==================== control_unit
==> control_unit/m2.png <==
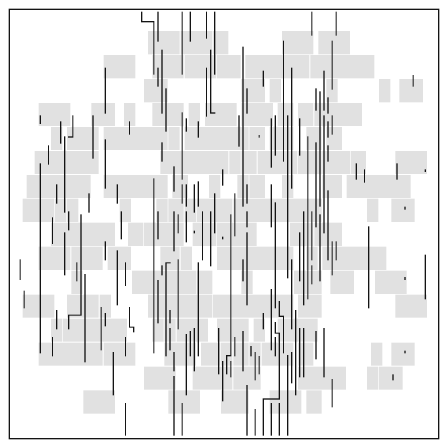

$ cat src/rtl/control_unit.sv
// rtl/control_unit.sv - FETCH/DECODE/EXEC sequencer driving A/B/OUT load strobes
module control_unit #(
    parameter int ADDR_W = 4
) (
    input  logic              clk,
    input  logic              reset,
    input  logic [7:0]        instr,
    input  logic              alu_zero,
    output logic [ADDR_W-1:0] pc,
    output logic [7:0]        imm_data,
    output logic              src_sel,
    output logic              alu_op,
    output logic              ld_a,
    output logic              ld_b,
    output logic              ld_out,
    output logic              halted
);

    typedef enum logic [1:0] {
        S_FETCH  = 2'd0,
        S_DECODE = 2'd1,
        S_EXEC   = 2'd2,
        S_HALT   = 2'd3
    } state_t;

    localparam logic [3:0] OP_LDA = 4'h1;
    localparam logic [3:0] OP_LDB = 4'h2;
    localparam logic [3:0] OP_ADD = 4'h3;
    localparam logic [3:0] OP_SUB = 4'h4;
    localparam logic [3:0] OP_OUT = 4'h5;
    localparam logic [3:0] OP_JMP = 4'h6;
    localparam logic [3:0] OP_JZ  = 4'h7;
    localparam logic [3:0] OP_HLT = 4'hF;

    state_t            state;
    logic [7:0]        ir;
    logic [3:0]        opcode;
    logic [ADDR_W-1:0] jump_target;

    assign opcode      = ir[7:4];
    assign jump_target = ADDR_W'(ir[3:0]);
    assign imm_data    = {4'b0000, ir[3:0]};

    always_ff @(posedge clk) begin
        if (reset) begin
            state  <= S_FETCH;
            pc     <= '0;
            ir     <= 8'h00;
            halted <= 1'b0;
        end else begin
            case (state)
                S_FETCH: begin
                    ir    <= instr;
                    state <= S_DECODE;
                end
                S_DECODE: begin
                    pc    <= pc + ADDR_W'(1);
                    state <= S_EXEC;
                end
                S_EXEC: begin
                    state <= S_FETCH;
                    case (opcode)
                        OP_JMP: pc <= jump_target;
                        OP_JZ:  if (alu_zero) pc <= jump_target;
                        OP_HLT: begin
                            state  <= S_HALT;
                            halted <= 1'b1;
                        end
                        default: ;
                    endcase
                end
                default: state <= S_HALT;
            endcase
        end
    end

    // Strobes are masked by reset so a reset landing in EXEC never loads a register.
    always_comb begin
        ld_a    = 1'b0;
        ld_b    = 1'b0;
        ld_out  = 1'b0;
        src_sel = 1'b0;
        alu_op  = 1'b0;
        if (state == S_EXEC && !reset) begin
            case (opcode)
                OP_LDA: ld_a = 1'b1;
                OP_LDB: ld_b = 1'b1;
                OP_ADD: begin
                    ld_a    = 1'b1;
                    src_sel = 1'b1;
                end
                OP_SUB: begin
                    ld_a    = 1'b1;
                    src_sel = 1'b1;
                    alu_op  = 1'b1;
                end
                OP_OUT: begin
                    ld_out  = 1'b1;
                    src_sel = 1'b1;
                end
                default: ;
            endcase
        end
    end

endmodule

$ cat config.mk
export PLATFORM = sky130hd
export DESIGN_NAME = control_unit
export DESIGN_NICKNAME = d
export VERILOG_FILES = /design/src/rtl/control_unit.sv
export SDC_FILE = /design/constraint.sdc
export NUM_CORES = 1
export LEC_CHECK = 0
export CORE_UTILIZATION = 40
export DETAILED_ROUTE_END_ITERATION = 12
export GPL_TIMING_DRIVEN = 0
export PLACE_DENSITY = 0.71
export SLEW_MARGIN = 20
export SYNTH_ARGS = -nofsm -noshare
export SYNTH_HDL_FRONTEND = slang
export SYNTH_SLANG_ARGS = --single-unit
$ cat constraint.sdc
create_clock -name clk -period 2.88 [get_ports clk]
set_clock_uncertainty 0.1 [all_clocks]
set_input_delay 0.864 -clock clk [delete_from_list [all_inputs] [get_ports clk]]
set_output_delay 0.864 -clock clk [all_outputs]
set_load 0.01 [all_outputs]
==================== elevator_scan_ctrl
<file path="src/rtl/elevator_scan_ctrl.sv">
// Single-car SCAN elevator controller: latched hall/car calls, timed travel and door dwell.
// Optional fire-service recall is compiled in when FIRE_RECALL_EN is defined.
module elevator_scan_ctrl #(
    parameter int unsigned NUM_FLOORS    = 8,
    parameter int unsigned FLOOR_W       = 3,
    parameter int unsigned TRAVEL_CYCLES = 10,
    parameter int unsigned DOOR_CYCLES   = 20
) (
    input  logic                  clk,
    input  logic                  rst,
    input  logic [NUM_FLOORS-1:0] move_up_call,
    input  logic [NUM_FLOORS-1:0] move_down_call,
    input  logic [NUM_FLOORS-1:0] req_floor,
    input  logic                  over_weight,
    input  logic                  open_door,
    input  logic                  close_door,
`ifdef FIRE_RECALL_EN
    input  logic                  fire_recall,
`endif
    output logic [FLOOR_W-1:0]    current_floor,
    output logic [1:0]            direction,
    output logic                  door_state,
    output logic                  over_weight_alert,
    output logic [NUM_FLOORS-1:0] pending_calls
);

    localparam int unsigned TW = (TRAVEL_CYCLES > 1) ? $clog2(TRAVEL_CYCLES) : 1;
    localparam int unsigned DW = (DOOR_CYCLES > 1) ? $clog2(DOOR_CYCLES) : 1;
    localparam logic [TW-1:0]      TravelLast = TW'(TRAVEL_CYCLES - 1);
    localparam logic [DW-1:0]      DwellLast  = DW'(DOOR_CYCLES - 1);
    localparam logic [FLOOR_W-1:0] TopFloor   = FLOOR_W'(NUM_FLOORS - 1);
    localparam logic [1:0]         DirIdle    = 2'b00;
    localparam logic [1:0]         DirUp      = 2'b01;
    localparam logic [1:0]         DirDown    = 2'b10;

    typedef enum logic [1:0] {StIdle, StMoving, StDoorOpen, StOverload} state_e;

    state_e                state;
    logic                  last_up;
    logic [TW-1:0]         travel_cnt;
    logic [DW-1:0]         dwell_cnt;
    logic [NUM_FLOORS-1:0] pend_up, pend_dn, pend_car;

    logic                  fire;
    logic [NUM_FLOORS-1:0] up_in, dn_in, car_in, call_in, pend;
    logic [NUM_FLOORS-1:0] lat_up, lat_dn, lat_car, keep_cur, keep_next;
    logic [FLOOR_W-1:0]    next_floor;
    logic                  open_req, close_req, call_here, pend_here;
    logic                  ahead_cur, behind_cur, ahead_next, stop_next;

`ifdef FIRE_RECALL_EN
    assign fire = fire_recall;
`else
    assign fire = 1'b0;
`endif

    function automatic logic any_above(input logic [NUM_FLOORS-1:0] v,
                                       input logic [FLOOR_W-1:0]    f);
        logic r;
        r = 1'b0;
        for (int i = 0; i < int'(NUM_FLOORS); i++) begin
            if (i > int'(f)) r = r | v[i];
        end
        return r;
    endfunction

    function automatic logic any_below(input logic [NUM_FLOORS-1:0] v,
                                       input logic [FLOOR_W-1:0]    f);
        logic r;
        r = 1'b0;
        for (int i = 0; i < int'(NUM_FLOORS); i++) begin
            if (i < int'(f)) r = r | v[i];
        end
        return r;
    endfunction

    assign pend          = pend_up | pend_dn | pend_car;
    assign pending_calls = pend;

    always_comb begin
        up_in  = move_up_call;
        dn_in  = move_down_call;
        car_in = req_floor;
        // No up call from the top floor, no down call from the bottom floor.
        up_in[NUM_FLOORS-1] = 1'b0;
        dn_in[0]            = 1'b0;
        if (fire) begin
            up_in  = '0;
            dn_in  = '0;
            car_in = '0;
        end
        open_req  = open_door & ~fire;
        close_req = close_door & ~fire;
        call_in   = up_in | dn_in | car_in;
        lat_up    = fire ? '0 : (pend_up | up_in);
        lat_dn    = fire ? '0 : (pend_dn | dn_in);
        lat_car   = fire ? '0 : (pend_car | car_in);

        if (last_up) begin
            next_floor = (current_floor == TopFloor) ? current_floor : current_floor + 1'b1;
        end else begin
            next_floor = (current_floor == '0) ? current_floor : current_floor - 1'b1;
        end
        keep_cur  = ~(NUM_FLOORS'(1) << current_floor);
        keep_next = ~(NUM_FLOORS'(1) << next_floor);

        call_here  = call_in[current_floor];
        pend_here  = pend[current_floor];
        ahead_cur  = last_up ? any_above(pend, current_floor) : any_below(pend, current_floor);
        behind_cur = last_up ? any_below(pend, current_floor) : any_above(pend, current_floor);
        ahead_next = last_up ? any_above(pend, next_floor) : any_below(pend, next_floor);
        // Opposite-direction hall calls are served only at the end of the sweep.
        stop_next  = pend_car[next_floor]
                   | (last_up ? pend_up[next_floor] : pend_dn[next_floor])
                   | (pend[next_floor] & ~ahead_next);
    end

    always_ff @(posedge clk or posedge rst) begin
        if (rst) begin
            state             <= StIdle;
            last_up           <= 1'b1;
            current_floor     <= '0;
            direction         <= DirIdle;
            door_state        <= 1'b0;
            over_weight_alert <= 1'b0;
            travel_cnt        <= '0;
            dwell_cnt         <= '0;
            pend_up           <= '0;
            pend_dn           <= '0;
            pend_car          <= '0;
        end else begin
            pend_up  <= lat_up;
            pend_dn  <= lat_dn;
            pend_car <= lat_car;
            unique case (state)
                StIdle: begin
                    if (fire ? (current_floor == '0) : (pend_here || open_req)) begin
                        state      <= StDoorOpen;
                        door_state <= 1'b1;
                        dwell_cnt  <= '0;
                        pend_up    <= lat_up & keep_cur;
                        pend_dn    <= lat_dn & keep_cur;
                        pend_car   <= lat_car & keep_cur;
                    end else if (fire || ahead_cur) begin
                        state      <= StMoving;
                        travel_cnt <= '0;
                        last_up    <= last_up & ~fire;
                        direction  <= (last_up && !fire) ? DirUp : DirDown;
                    end else if (behind_cur) begin
                        state      <= StMoving;
                        travel_cnt <= '0;
                        last_up    <= ~last_up;
                        direction  <= last_up ? DirDown : DirUp;
                    end
                end
                StMoving: begin
                    if (fire && last_up) begin
                        // Recall reverses the car; it restarts from the floor it last passed.
                        last_up    <= 1'b0;
                        direction  <= DirDown;
                        travel_cnt <= '0;
                    end else if (travel_cnt == TravelLast) begin
                        travel_cnt    <= '0;
                        current_floor <= next_floor;
                        if (fire ? (next_floor == '0) : stop_next) begin
                            state      <= StDoorOpen;
                            door_state <= 1'b1;
                            dwell_cnt  <= '0;
                            pend_up    <= lat_up & keep_next;
                            pend_dn    <= lat_dn & keep_next;
                            pend_car   <= lat_car & keep_next;
                        end else if (!fire && !ahead_next) begin
                            state     <= StIdle;
                            direction <= DirIdle;
                        end
                    end else begin
                        travel_cnt <= travel_cnt + 1'b1;
                    end
                end
                StDoorOpen: begin
                    if (fire && current_floor != '0) begin
                        state      <= StIdle;
                        door_state <= 1'b0;
                        direction  <= DirIdle;
                    end else if (over_weight) begin
                        state             <= StOverload;
                        over_weight_alert <= 1'b1;
                    end else if (fire || open_req || call_here) begin
                        dwell_cnt <= '0;
                        pend_up   <= lat_up & keep_cur;
                        pend_dn   <= lat_dn & keep_cur;
                        pend_car  <= lat_car & keep_cur;
                    end else if (close_req || dwell_cnt == DwellLast) begin
                        state      <= StIdle;
                        door_state <= 1'b0;
                        direction  <= DirIdle;
                    end else begin
                        dwell_cnt <= dwell_cnt + 1'b1;
                    end
                end
                StOverload: begin
                    if (fire && current_floor != '0) begin
                        state             <= StIdle;
                        door_state        <= 1'b0;
                        over_weight_alert <= 1'b0;
                        direction         <= DirIdle;
                    end else if (!over_weight) begin
                        state             <= StDoorOpen;
                        over_weight_alert <= 1'b0;
                        dwell_cnt         <= '0;
                        pend_up           <= lat_up & keep_cur;
                        pend_dn           <= lat_dn & keep_cur;
                        pend_car          <= lat_car & keep_cur;
                    end
                end
                default: state <= StIdle;
            endcase
        end
    end

endmodule

</file>
<file path="config.mk">
export PLATFORM = sky130hd
export DESIGN_NAME = elevator_scan_ctrl
export DESIGN_NICKNAME = d
export VERILOG_FILES = /design/src/rtl/elevator_scan_ctrl.sv
export SDC_FILE = /design/constraint.sdc
export NUM_CORES = 1
export LEC_CHECK = 0
export ABC_AREA = 1
export CORE_MARGIN = 2
export CORE_UTILIZATION = 35
export DETAILED_ROUTE_END_ITERATION = 16
export GPL_TIMING_DRIVEN = 0
export PLACE_DENSITY = 0.63
export SETUP_SLACK_MARGIN = 0.4
export SLEW_MARGIN = 20
export SYNTH_ARGS = -nofsm -noshare
export SYNTH_HDL_FRONTEND = slang
export SYNTH_SLANG_ARGS = --single-unit
</file>
<file path="constraint.sdc">
create_clock -name clk -period 7.06 [get_ports clk]
set_clock_uncertainty 0.15 [all_clocks]
set_input_delay 1.059 -clock clk [delete_from_list [all_inputs] [get_ports clk]]
set_output_delay 1.059 -clock clk [all_outputs]
set_load 0.02 [all_outputs]
</file>
==================== snn_gate_net
--- src/rtl/snn_gate_net.sv ---
// snn_gate_net: two-layer leaky integrate-and-fire spiking gate network.
// N_IN hidden neurons, each driven by its own pos/neg spike pair, feed one
// output neuron. The output neuron integrates the signed count of hidden
// spikes, so its threshold alone selects AND / OR / k-of-N behaviour.
module snn_gate_net #(
    parameter int N_IN        = 2,
    parameter int TW          = 8,
    parameter int PW          = 10,
    parameter int LEAK_PERIOD = 16,
    parameter int REFRAC      = 2
) (
    input  logic                 clk,
    input  logic                 rst,
    input  logic [N_IN-1:0]      w_hid,
    input  logic [N_IN*TW-1:0]   th_hid,
    input  logic                 w_out,
    input  logic [TW-1:0]        th_out,
    input  logic [N_IN-1:0]      pos_in,
    input  logic [N_IN-1:0]      neg_in,
    output logic [N_IN-1:0]      hid_pos,
    output logic [N_IN-1:0]      hid_neg,
    output logic                 pos_out,
    output logic                 neg_out
);

    // Signed width of the output neuron's popcount difference.
    localparam int OW  = $clog2(N_IN + 1) + 1;
    localparam int LCW = (LEAK_PERIOD > 1) ? $clog2(LEAK_PERIOD) : 1;
    localparam int RCW = (REFRAC > 0) ? $clog2(REFRAC + 1) : 1;

    localparam logic [LCW-1:0] LEAK_LAST = LCW'((LEAK_PERIOD > 0) ? LEAK_PERIOD - 1 : 0);
    localparam logic [RCW-1:0] REF_LOAD  = RCW'(REFRAC);
    localparam logic signed [PW-1:0] V_MAX = {1'b0, {(PW-1){1'b1}}};
    localparam logic signed [PW-1:0] V_MIN = {1'b1, {(PW-1){1'b0}}};
    localparam logic signed [PW-1:0] V_ONE = {{(PW-1){1'b0}}, 1'b1};

    // Add with clamping to the PW range instead of wrapping.
    function automatic logic signed [PW-1:0] sat_add(
        input logic signed [PW-1:0] a,
        input logic signed [PW-1:0] b
    );
        logic signed [PW:0] s;
        s = {a[PW-1], a} + {b[PW-1], b};
        if (s[PW] != s[PW-1]) begin
            return s[PW] ? V_MIN : V_MAX;
        end
        return s[PW-1:0];
    endfunction

    // One leak step toward zero; zero stays zero.
    function automatic logic signed [PW-1:0] leak_step(input logic signed [PW-1:0] v);
        if (v > 0) begin
            return v - V_ONE;
        end else if (v < 0) begin
            return v + V_ONE;
        end
        return v;
    endfunction

    // Shared neuron update: refractory gating, leak, saturation, fire/reset.
    function automatic void neuron_step(
        input  logic signed [PW-1:0] v,
        input  logic [RCW-1:0]       rc,
        input  logic signed [PW-1:0] raw,
        input  logic                 w,
        input  logic [TW-1:0]        th,
        input  logic                 tick,
        output logic signed [PW-1:0] v_n,
        output logic [RCW-1:0]       rc_n,
        output logic                 fire_p,
        output logic                 fire_n
    );
        logic signed [PW-1:0] d;
        logic signed [PW-1:0] vn;
        logic signed [PW-1:0] th_s;
        d      = w ? raw : -raw;
        rc_n   = rc;
        fire_p = 1'b0;
        fire_n = 1'b0;
        if (rc != '0) begin
            d    = '0;
            rc_n = rc - 1'b1;
        end
        vn = sat_add(v, d);
        if (tick && (d == '0)) begin
            vn = leak_step(vn);
        end
        // Threshold is unsigned; PW >= TW+2 keeps +th and -th representable.
        th_s = {{(PW-TW){1'b0}}, th};
        v_n  = vn;
        if ((th != '0) && (rc == '0)) begin
            if (vn >= th_s) begin
                fire_p = 1'b1;
                v_n    = '0;
                rc_n   = REF_LOAD;
            end else if (vn <= -th_s) begin
                fire_n = 1'b1;
                v_n    = '0;
                rc_n   = REF_LOAD;
            end
        end
    endfunction

    logic [LCW-1:0]       leak_cnt_q, leak_cnt_d;
    logic                 leak_tick;
    logic signed [PW-1:0] v_hid_q [N_IN];
    logic signed [PW-1:0] v_hid_d [N_IN];
    logic [RCW-1:0]       rc_hid_q [N_IN];
    logic [RCW-1:0]       rc_hid_d [N_IN];
    logic [N_IN-1:0]      hid_pos_q, hid_pos_d;
    logic [N_IN-1:0]      hid_neg_q, hid_neg_d;
    logic signed [PW-1:0] v_out_q, v_out_d;
    logic [RCW-1:0]       rc_out_q, rc_out_d;
    logic                 pos_out_q, pos_out_d;
    logic                 neg_out_q, neg_out_d;
    logic [OW-1:0]        cnt_p, cnt_n;
    logic signed [OW-1:0] raw_o;

    // Global free-running leak counter; tick on the last count, then wrap.
    always_comb begin
        leak_cnt_d = leak_cnt_q;
        leak_tick  = 1'b0;
        if (LEAK_PERIOD != 0) begin
            if (leak_cnt_q == LEAK_LAST) begin
                leak_tick  = 1'b1;
                leak_cnt_d = '0;
            end else begin
                leak_cnt_d = leak_cnt_q + 1'b1;
            end
        end
    end

    // Hidden layer: each neuron sees its own pos/neg pair as raw = p - n.
    always_comb begin
        hid_pos_d = '0;
        hid_neg_d = '0;
        for (int i = 0; i < N_IN; i++) begin
            v_hid_d[i]  = v_hid_q[i];
            rc_hid_d[i] = rc_hid_q[i];
            neuron_step(v_hid_q[i], rc_hid_q[i],
                        {{(PW-1){1'b0}}, pos_in[i]} - {{(PW-1){1'b0}}, neg_in[i]},
                        w_hid[i], th_hid[i*TW +: TW], leak_tick,
                        v_hid_d[i], rc_hid_d[i], hid_pos_d[i], hid_neg_d[i]);
        end
    end

    // Output neuron: integrates popcount(hid_pos) - popcount(hid_neg).
    always_comb begin
        cnt_p = '0;
        cnt_n = '0;
        for (int i = 0; i < N_IN; i++) begin
            cnt_p = cnt_p + OW'(hid_pos_q[i]);
            cnt_n = cnt_n + OW'(hid_neg_q[i]);
        end
        raw_o     = cnt_p - cnt_n;
        v_out_d   = v_out_q;
        rc_out_d  = rc_out_q;
        pos_out_d = 1'b0;
        neg_out_d = 1'b0;
        neuron_step(v_out_q, rc_out_q, {{(PW-OW){raw_o[OW-1]}}, raw_o},
                    w_out, th_out, leak_tick,
                    v_out_d, rc_out_d, pos_out_d, neg_out_d);
    end

    // State and spike registers, cleared asynchronously by rst.
    always_ff @(posedge clk or posedge rst) begin
        if (rst) begin
            leak_cnt_q <= '0;
            for (int i = 0; i < N_IN; i++) begin
                v_hid_q[i]  <= '0;
                rc_hid_q[i] <= '0;
            end
            hid_pos_q <= '0;
            hid_neg_q <= '0;
            v_out_q   <= '0;
            rc_out_q  <= '0;
            pos_out_q <= 1'b0;
            neg_out_q <= 1'b0;
        end else begin
            leak_cnt_q <= leak_cnt_d;
            for (int i = 0; i < N_IN; i++) begin
                v_hid_q[i]  <= v_hid_d[i];
                rc_hid_q[i] <= rc_hid_d[i];
            end
            hid_pos_q <= hid_pos_d;
            hid_neg_q <= hid_neg_d;
            v_out_q   <= v_out_d;
            rc_out_q  <= rc_out_d;
            pos_out_q <= pos_out_d;
            neg_out_q <= neg_out_d;
        end
    end

    assign hid_pos = hid_pos_q;
    assign hid_neg = hid_neg_q;
    assign pos_out = pos_out_q;
    assign neg_out = neg_out_q;

endmodule

--- config.mk ---
export PLATFORM = sky130hd
export DESIGN_NAME = snn_gate_net
export DESIGN_NICKNAME = d
export VERILOG_FILES = /design/src/rtl/snn_gate_net.sv
export SDC_FILE = /design/constraint.sdc
export NUM_CORES = 1
export LEC_CHECK = 0
export CORE_ASPECT_RATIO = 1.75
export CORE_MARGIN = 2
export CORE_UTILIZATION = 68
export DETAILED_ROUTE_END_ITERATION = 8
export PLACE_DENSITY = 0.91
export SKIP_CTS_REPAIR_TIMING = 1
export SLEW_MARGIN = 20
export SYNTH_ARGS = -nofsm -noshare
export SYNTH_HDL_FRONTEND = slang
export SYNTH_SLANG_ARGS = --single-unit
--- constraint.sdc ---
create_clock -name clk -period 12.1 [get_ports clk]
set_input_delay 2.42 -clock clk [delete_from_list [all_inputs] [get_ports clk]]
set_output_delay 2.42 -clock clk [all_outputs]
set_load 0.005 [all_outputs]
==================== mac_array_pipe
$ cat src/rtl/npu_mac_pkg.sv
// npu_mac_pkg: shared default widths, saturation limits and the narrowing helper for the MAC array
package npu_mac_pkg;
  localparam int DEF_LANES  = 4;
  localparam int DEF_DATA_W = 8;
  localparam int DEF_ACC_W  = 16;
  localparam int DEF_OUT_W  = 8;
  localparam logic signed [DEF_ACC_W-1:0] ACC_MAX = {1'b0, {(DEF_ACC_W-1){1'b1}}};
  localparam logic signed [DEF_ACC_W-1:0] ACC_MIN = {1'b1, {(DEF_ACC_W-1){1'b0}}};
  localparam logic signed [DEF_OUT_W-1:0] OUT_MAX = {1'b0, {(DEF_OUT_W-1){1'b1}}};
  localparam logic signed [DEF_OUT_W-1:0] OUT_MIN = {1'b1, {(DEF_OUT_W-1){1'b0}}};
  // Clamps a sign-extended value into the n-bit signed range; caller truncates to n bits.
  function automatic logic signed [63:0] sat_trunc(input logic signed [63:0] x, input int n);
    logic signed [63:0] hi;
    hi = (64'sd1 <<< (n - 1)) - 64'sd1;
    return x > hi ? hi : (x < -hi - 64'sd1 ? -hi - 64'sd1 : x);
  endfunction
endpackage

$ cat src/rtl/mac_lane.sv
// mac_lane: one signed MAC lane: product register, saturating accumulate, rounding requantiser
module mac_lane
  import npu_mac_pkg::*;
#(
  parameter int DATA_W = DEF_DATA_W,
  parameter int ACC_W  = DEF_ACC_W,
  parameter int OUT_W  = DEF_OUT_W,
  parameter int SW     = $clog2(DEF_ACC_W)
) (
  input  logic                     CLKEXT,
  input  logic                     RST,
  input  logic                     EN_MAC,
  input  logic signed [DATA_W-1:0] a,
  input  logic signed [DATA_W-1:0] b,
  input  logic signed [ACC_W-1:0]  bias,
  input  logic                     v1,
  input  logic                     bias_ld1,
  input  logic                     yv2,
  input  logic [SW-1:0]            shift2,
  input  logic                     relu2,
  output logic signed [ACC_W-1:0]  acc,
  output logic signed [OUT_W-1:0]  y,
  output logic                     sat
);
  logic signed [2*DATA_W-1:0] p1;
  logic signed [ACC_W-1:0]    bias1, base, acc_n;
  logic signed [ACC_W:0]      sum, rnd, r, rq;
  logic signed [OUT_W-1:0]    y_n;
  logic                       sat_n;
  always_comb begin
    base  = bias_ld1 ? bias1 : acc;
    sum   = (ACC_W+1)'(base) + (ACC_W+1)'(p1);
    sat_n = sum[ACC_W] ^ sum[ACC_W-1];
    acc_n = ACC_W'(sat_trunc(64'(sum), ACC_W));
    rnd   = shift2 == '0 ? '0 : (ACC_W+1)'(1) << (shift2 - SW'(1));
    r     = ((ACC_W+1)'(acc) + rnd) >>> shift2;
    rq    = relu2 && r[ACC_W] ? '0 : r;
    y_n   = OUT_W'(sat_trunc(64'(rq), OUT_W));
  end
  always_ff @(posedge CLKEXT) begin
    if (RST) begin
      p1    <= '0;
      bias1 <= '0;
      acc   <= '0;
      sat   <= 1'b0;
      y     <= '0;
    end else begin
      if (EN_MAC) begin
        p1    <= (2*DATA_W)'(a) * (2*DATA_W)'(b);
        bias1 <= bias;
      end
      if (v1) begin
        acc <= acc_n;
        sat <= sat_n | (sat & ~bias_ld1);
      end
      if (yv2) y <= y_n;
    end
  end
endmodule

$ cat src/rtl/mac_array_pipe.sv
// mac_array_pipe: LANES-wide pipelined MAC array with shared control pipeline and requantised output
module mac_array_pipe
  import npu_mac_pkg::*;
#(
  parameter int LANES  = DEF_LANES,
  parameter int DATA_W = DEF_DATA_W,
  parameter int ACC_W  = DEF_ACC_W,
  parameter int OUT_W  = DEF_OUT_W
) (
  input  logic                       CLKEXT,
  input  logic                       RST,
  input  logic                       EN_MAC,
  input  logic                       BIAS_LD,
  input  logic                       LAST,
  input  logic [LANES*DATA_W-1:0]    A,
  input  logic [LANES*DATA_W-1:0]    B,
  input  logic [LANES*ACC_W-1:0]     BIAS_IN,
  input  logic [$clog2(ACC_W)-1:0]   SHIFT,
  input  logic                       RELU_EN,
  output logic [LANES*ACC_W-1:0]     ACC,
  output logic [LANES*OUT_W-1:0]     Y,
  output logic                       Y_VALID,
  output logic [LANES-1:0]           SAT_FLAG
);
  localparam int SW = $clog2(ACC_W);
  logic          v1, bias_ld1, last1, relu1, yv2, relu2;
  logic [SW-1:0] shift1, shift2;
  // S3 control rides one stage behind S2 so requantisation sees the freshly written ACC.
  always_ff @(posedge CLKEXT) begin
    if (RST) begin
      v1       <= 1'b0;
      bias_ld1 <= 1'b0;
      last1    <= 1'b0;
      shift1   <= '0;
      relu1    <= 1'b0;
      yv2      <= 1'b0;
      shift2   <= '0;
      relu2    <= 1'b0;
      Y_VALID  <= 1'b0;
    end else begin
      v1 <= EN_MAC;
      if (EN_MAC) begin
        bias_ld1 <= BIAS_LD;
        last1    <= LAST;
        shift1   <= SHIFT;
        relu1    <= RELU_EN;
      end
      yv2     <= v1 & last1;
      shift2  <= shift1;
      relu2   <= relu1;
      Y_VALID <= yv2;
    end
  end
  for (genvar i = 0; i < LANES; i++) begin : g_lane
    mac_lane #(.DATA_W(DATA_W), .ACC_W(ACC_W), .OUT_W(OUT_W), .SW(SW)) u_lane (
      .CLKEXT  (CLKEXT),
      .RST     (RST),
      .EN_MAC  (EN_MAC),
      .a       (A[i*DATA_W +: DATA_W]),
      .b       (B[i*DATA_W +: DATA_W]),
      .bias    (BIAS_IN[i*ACC_W +: ACC_W]),
      .v1      (v1),
      .bias_ld1(bias_ld1),
      .yv2     (yv2),
      .shift2  (shift2),
      .relu2   (relu2),
      .acc     (ACC[i*ACC_W +: ACC_W]),
      .y       (Y[i*OUT_W +: OUT_W]),
      .sat     (SAT_FLAG[i])
    );
  end
endmodule

$ cat config.mk
export PLATFORM = sky130hd
export DESIGN_NAME = mac_array_pipe
export DESIGN_NICKNAME = d
export VERILOG_FILES = /design/src/rtl/npu_mac_pkg.sv /design/src/rtl/mac_lane.sv /design/src/rtl/mac_array_pipe.sv
export SDC_FILE = /design/constraint.sdc
export NUM_CORES = 2
export LEC_CHECK = 0
export ABC_AREA = 1
export CORE_MARGIN = 10
export CORE_UTILIZATION = 27
export CTS_BUF_LIST = sky130_fd_sc_hd__clkbuf_8
export DETAILED_ROUTE_END_ITERATION = 8
export HOLD_SLACK_MARGIN = 0.05
export MAX_ROUTING_LAYER = met4
export PLACE_DENSITY = 0.4
export RECOVER_POWER = 100
export SLEW_MARGIN = 20
export SYNTH_ARGS = -nofsm -noshare
export SYNTH_HDL_FRONTEND = slang
export SYNTH_SLANG_ARGS = --single-unit
$ cat constraint.sdc
create_clock -name CLKEXT -period 5.3 [get_ports CLKEXT]
set_clock_uncertainty 0.2 [all_clocks]
set_input_delay 0.53 -clock CLKEXT [delete_from_list [all_inputs] [get_ports CLKEXT]]
set_output_delay 0.53 -clock CLKEXT [all_outputs]
set_load 0.02 [all_outputs]
==> snn_gate_net/m2.png <==
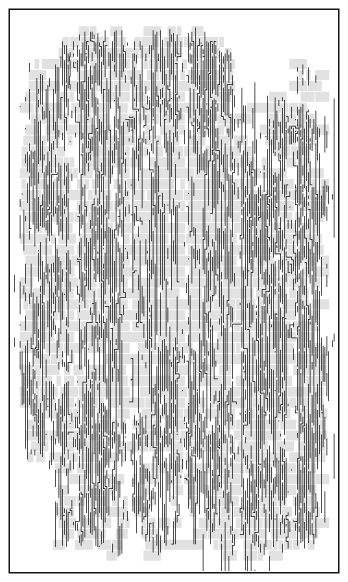
longest straight run: 48.3 microns
wire length on this layer: 10200 microns

==> summary.txt, snn_gate_net <==
flow finished, numbers: hold depth=1, FF+latch count, synth=46, Commonest Layout Cell=ha_1, met2 routed WL=10.17 mm, register area=1151 sq um, met1 WL=7.054 mm, Worst path slowest cell=clkdlybuf4s50_1, worst hold path type=reg -> reg, placed cell count=1010, antenna cell count=0, status=complete, no violations, routability cong.=0.8920, Critical path origin=w_out, termination of the worst setup path=rc_out_q[1], min-delay src=leak_cnt_q[0], drt via density=6.678, nets@finish=1054, Worst Hold Slack=0.4960 ns, Num CTS Buffers=5, worst-margin pin slew=0.9521 ns, I/O pins=39, Final ANT Viol Nets=0, Top reg by flops=v_hid_q, core area=10300 sq um, Post-Syn Instances=860, clk_skew=0.007208 ns, clock sink count=46, DP Area=7660 sq um, XOR Share, Synth=6.588%, post-layout util=75.90%, Worst EP arrival=10.73 ns, RR Endpoint=rc_out_q[1], grt met3 use=5.348%, Hold Path End=leak_cnt_q[0]
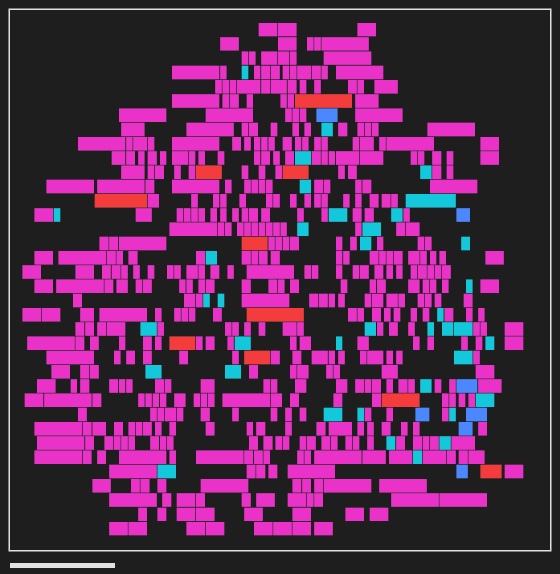
(elevator_scan_ctrl/sizing.png)
The bar under the picture is 20 microns long.
legend:
  cyan:
    size: x2
    cells: 38
    share: 6.7%
    most_used: inv_2
  red:
    size: x6 and larger
    cells: 10
    share: 1.8%
    most_used: clkbuf_8
  blue:
    size: x3 and x4
    cells: 7
    share: 1.2%
    most_used: buf_4
  magenta:
    size: x1 and smaller
    cells: 516
    share: 90%
    most_used: nand2_1
Finished Cell Area: 4169 sq um
non-clock buffer count: 51
Area growth syn-to-layout: 21.47%

==> elevator_scan_ctrl/layers.png <==
Two of the layers only.
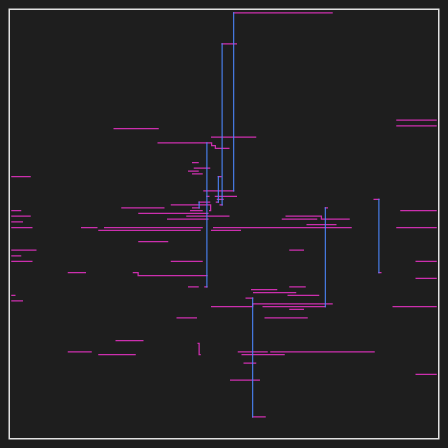
legend:
  magenta:
    layer: M3
    wire_length: 588 microns
  blue:
    layer: M4
    wire_length: 194 microns
Routed WL per cell: 15.26 microns
drt total wl: 10.74 mm
vias: 3641
Total GRT Usage: 21.22%

==> summary.txt, elevator_scan_ctrl <==
flow finished, numbers: status=complete, no violations, register area=1077 sq um, and+or+nand+nor area frac=35.65%, yosys cell count=521, Tcrit/Tclk final=48.78%, initial antenna violation count=0, Hold Path End=direction[1], Synth warnings=0, full die area=10610 sq um, async set-or-reset flop fraction in the synthesized netlist=100.0%, Hold Buf Count CTS=0, comb area leader=simple AND/OR/NAND/NOR gates, Non-clk invs=67, Crit path buffers/inverters=3
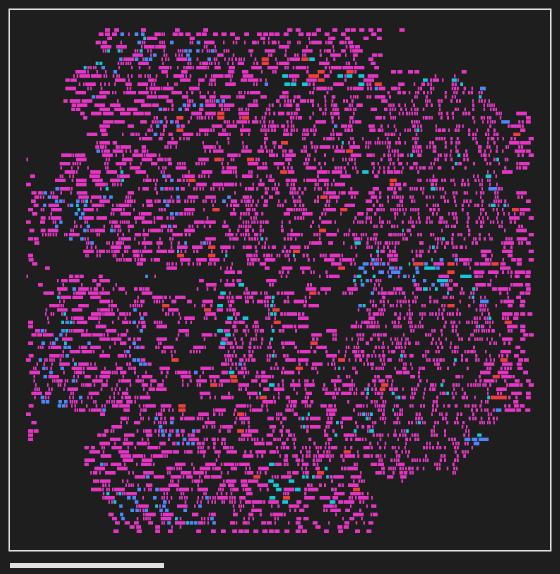
(mac_array_pipe/sizing.png)
The bar under the picture is 100 microns long.
legend:
  blue:
    size: x3 and x4
    cells: 187
    share: 3.9%
    most_used: buf_4
  magenta:
    size: x1 and smaller
    cells: 4353
    share: 92%
    most_used: nand2_1
  cyan:
    size: x2
    cells: 134
    share: 2.8%
    most_used: or2_2
  red:
    size: x6 and larger
    cells: 65
    share: 1.4%
    most_used: clkbuf_8

==> mac_array_pipe/layers.png <==
Two of the layers only.
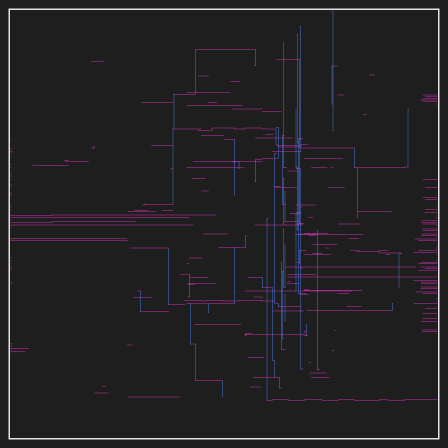
legend:
  magenta:
    layer: M3
    wire_length: 4070 microns
  blue:
    layer: M4
    wire_length: 2470 microns
Total GRT Usage: 17.01%
drt total wl: 103.6 mm

==> summary.txt, mac_array_pipe <==
flow finished, numbers: and+or+nand+nor area frac=26.72%, Num CTS Buffers=49, status=finished with violations, Crit path buffers/inverters=3, final worst setup slack=0.3644 ns, CP most frequent cell=nand2_1, min-delay src=last1, dpl hpwl=85.74 mm, max-slew violation count=128, CTS tree=built, distinct lib cells=56, worst endpoint required time=5.63 ns, initial antenna violation count=5, Clock Latency Late Sink=0.67 ns, top sig layer=met4, drt via density=4.587, Max Fclk=0.2026 GHz, Worst path slowest cell=nor2_1, RSZ-0062 raised after global routing=false, Layout clock area frac=2.779%, worst-margin pin slew=3.789 ns, max-cap viol count=2, area leader, netlist=dfxtp_1, failing checks=capacitance limit, slew limit, Post-Syn Instances=4445, Critical path origin=shift2[2], fin crit period=4.936 ns, most frequent cells in the layout=nand2_1, inv_1, nor2_1, o21ai_0, nand3_1, Hold Path End=yv2, setup TNS=0 ns, routed wl met3=4.065 mm, Top Family by Delay on Critical Path=simple AND/OR/NAND/NOR gates, placed cell count=6065, Routed WL per cell=16.82 microns, Commonest Layout Cell=nand2_1, Worst EP arrival=5.26 ns, RR Endpoint=g_lane[1].u_lane.y[1], GR Overflow Total=0, Place WS=-0.1718 ns, register area=4868 sq um, largest net degree at the start of global routing=103
==> control_unit/clock_nets.png <==
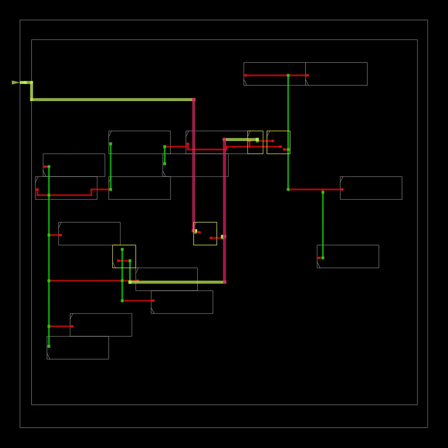
clock sink count: 15
Num CTS Buffers: 3
seq_cells: 15

==> control_unit/m1.png <==
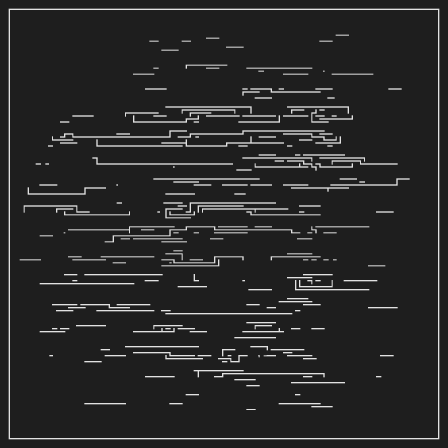
wire length on this layer: 762 microns
nets with wire on the layer: 117
share of all routed wire: 47%
longest straight run: 15.4 microns
main direction: horizontal

About control_unit/m2.png:
longest straight run: 21.4 microns
nets with wire on the layer: 111
main direction: vertical
share of all routed wire: 46%

==> summary.txt, control_unit <==
flow finished, numbers: status=complete, no violations, area leader, netlist=dfxtp_1, top post-synthesis cells by count=nor2_1, dfxtp_1, mux2i_1, first-pass GRT wire length=2.870 mm, most frequent cells in the layout=clkdlybuf4s50_1, nor2_1, dfxtp_1, mux2i_1, buf_4, PortBufs=23, max-slew violation count=0, stages on the worst setup path=4, multi-input combinational area share=41.58%, core utilization at floorplan=43.38%, Area contributors post-synth=dfxtp_1, mux2i_1, nor2_1, buf_4, ha_1, termination of the worst setup path=ld_b, # Taps=27, grt met3 use=5.660%, and+or+nand+nor area frac=21.18%, Finished Cell Area=1174 sq um, GR Overflow Total=0, max reg flops=8, Fillers=206, RR Endpoint=pc[2], antenna cell count=0, Area growth syn-to-layout=35.16%, Core Rows=16, setup TNS=0 ns, DP Area=1144 sq um, full die area=2361 sq um, routed wl met3=67 microns, dpl hpwl=1.215 mm, Seq area share=25.69%, non-filler instance count after layout=151, Tool Warnings=28, hold depth=2, CTS tree=built, routability cong.=0.7122, most frequent cell after synthesis=nor2_1, busiest metal layer after global routing=met2, Setup violations, final=0, final hold vios=0, Final ANT Viol Nets=0, DIE HEIGHT=48.59 microns, Crit path buffers/inverters=2, Commonest Layout Cell=clkdlybuf4s50_1, R2R Setup Slk=1.12 ns


==> notes/layouts.md <==
Pictures saved along the way, in no particular order.

M4 wires.
panel A
The bar under the picture is 20 microns long.
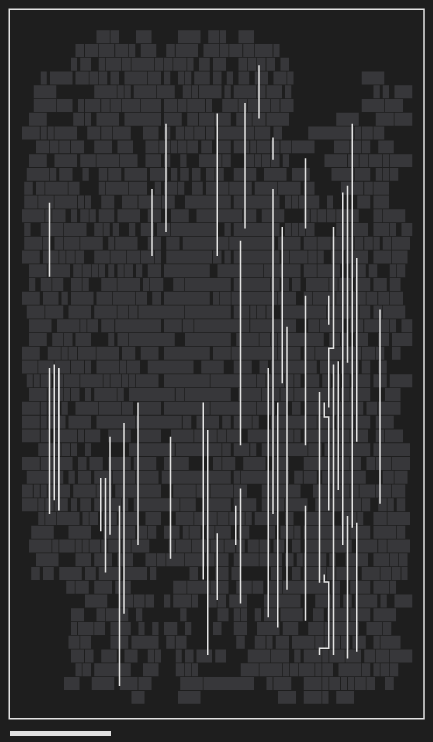
panel B
The bar under the picture is 20 microns long.
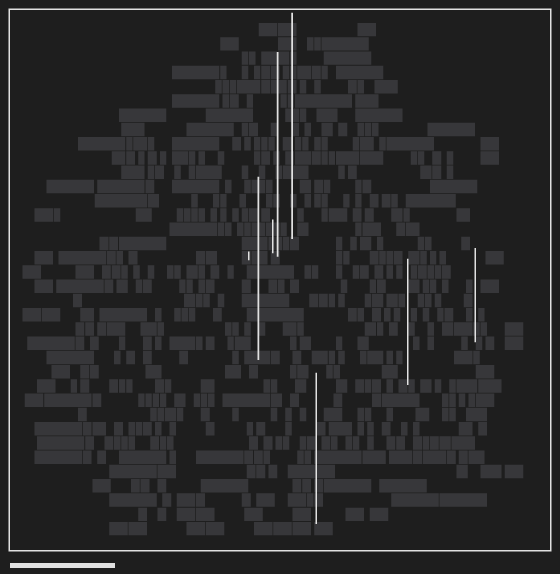
panel C
The bar under the picture is 100 microns long.
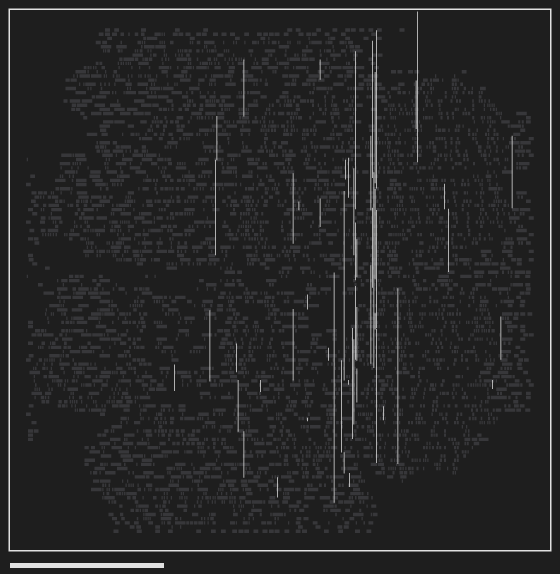
panel B: elevator_scan_ctrl
panel A: snn_gate_net
panel C: mac_array_pipe
The one with the largest die is panel C.

Key to panel A:
main direction: vertical
share of all routed wire: 6.9%
longest straight run: 79.6 microns

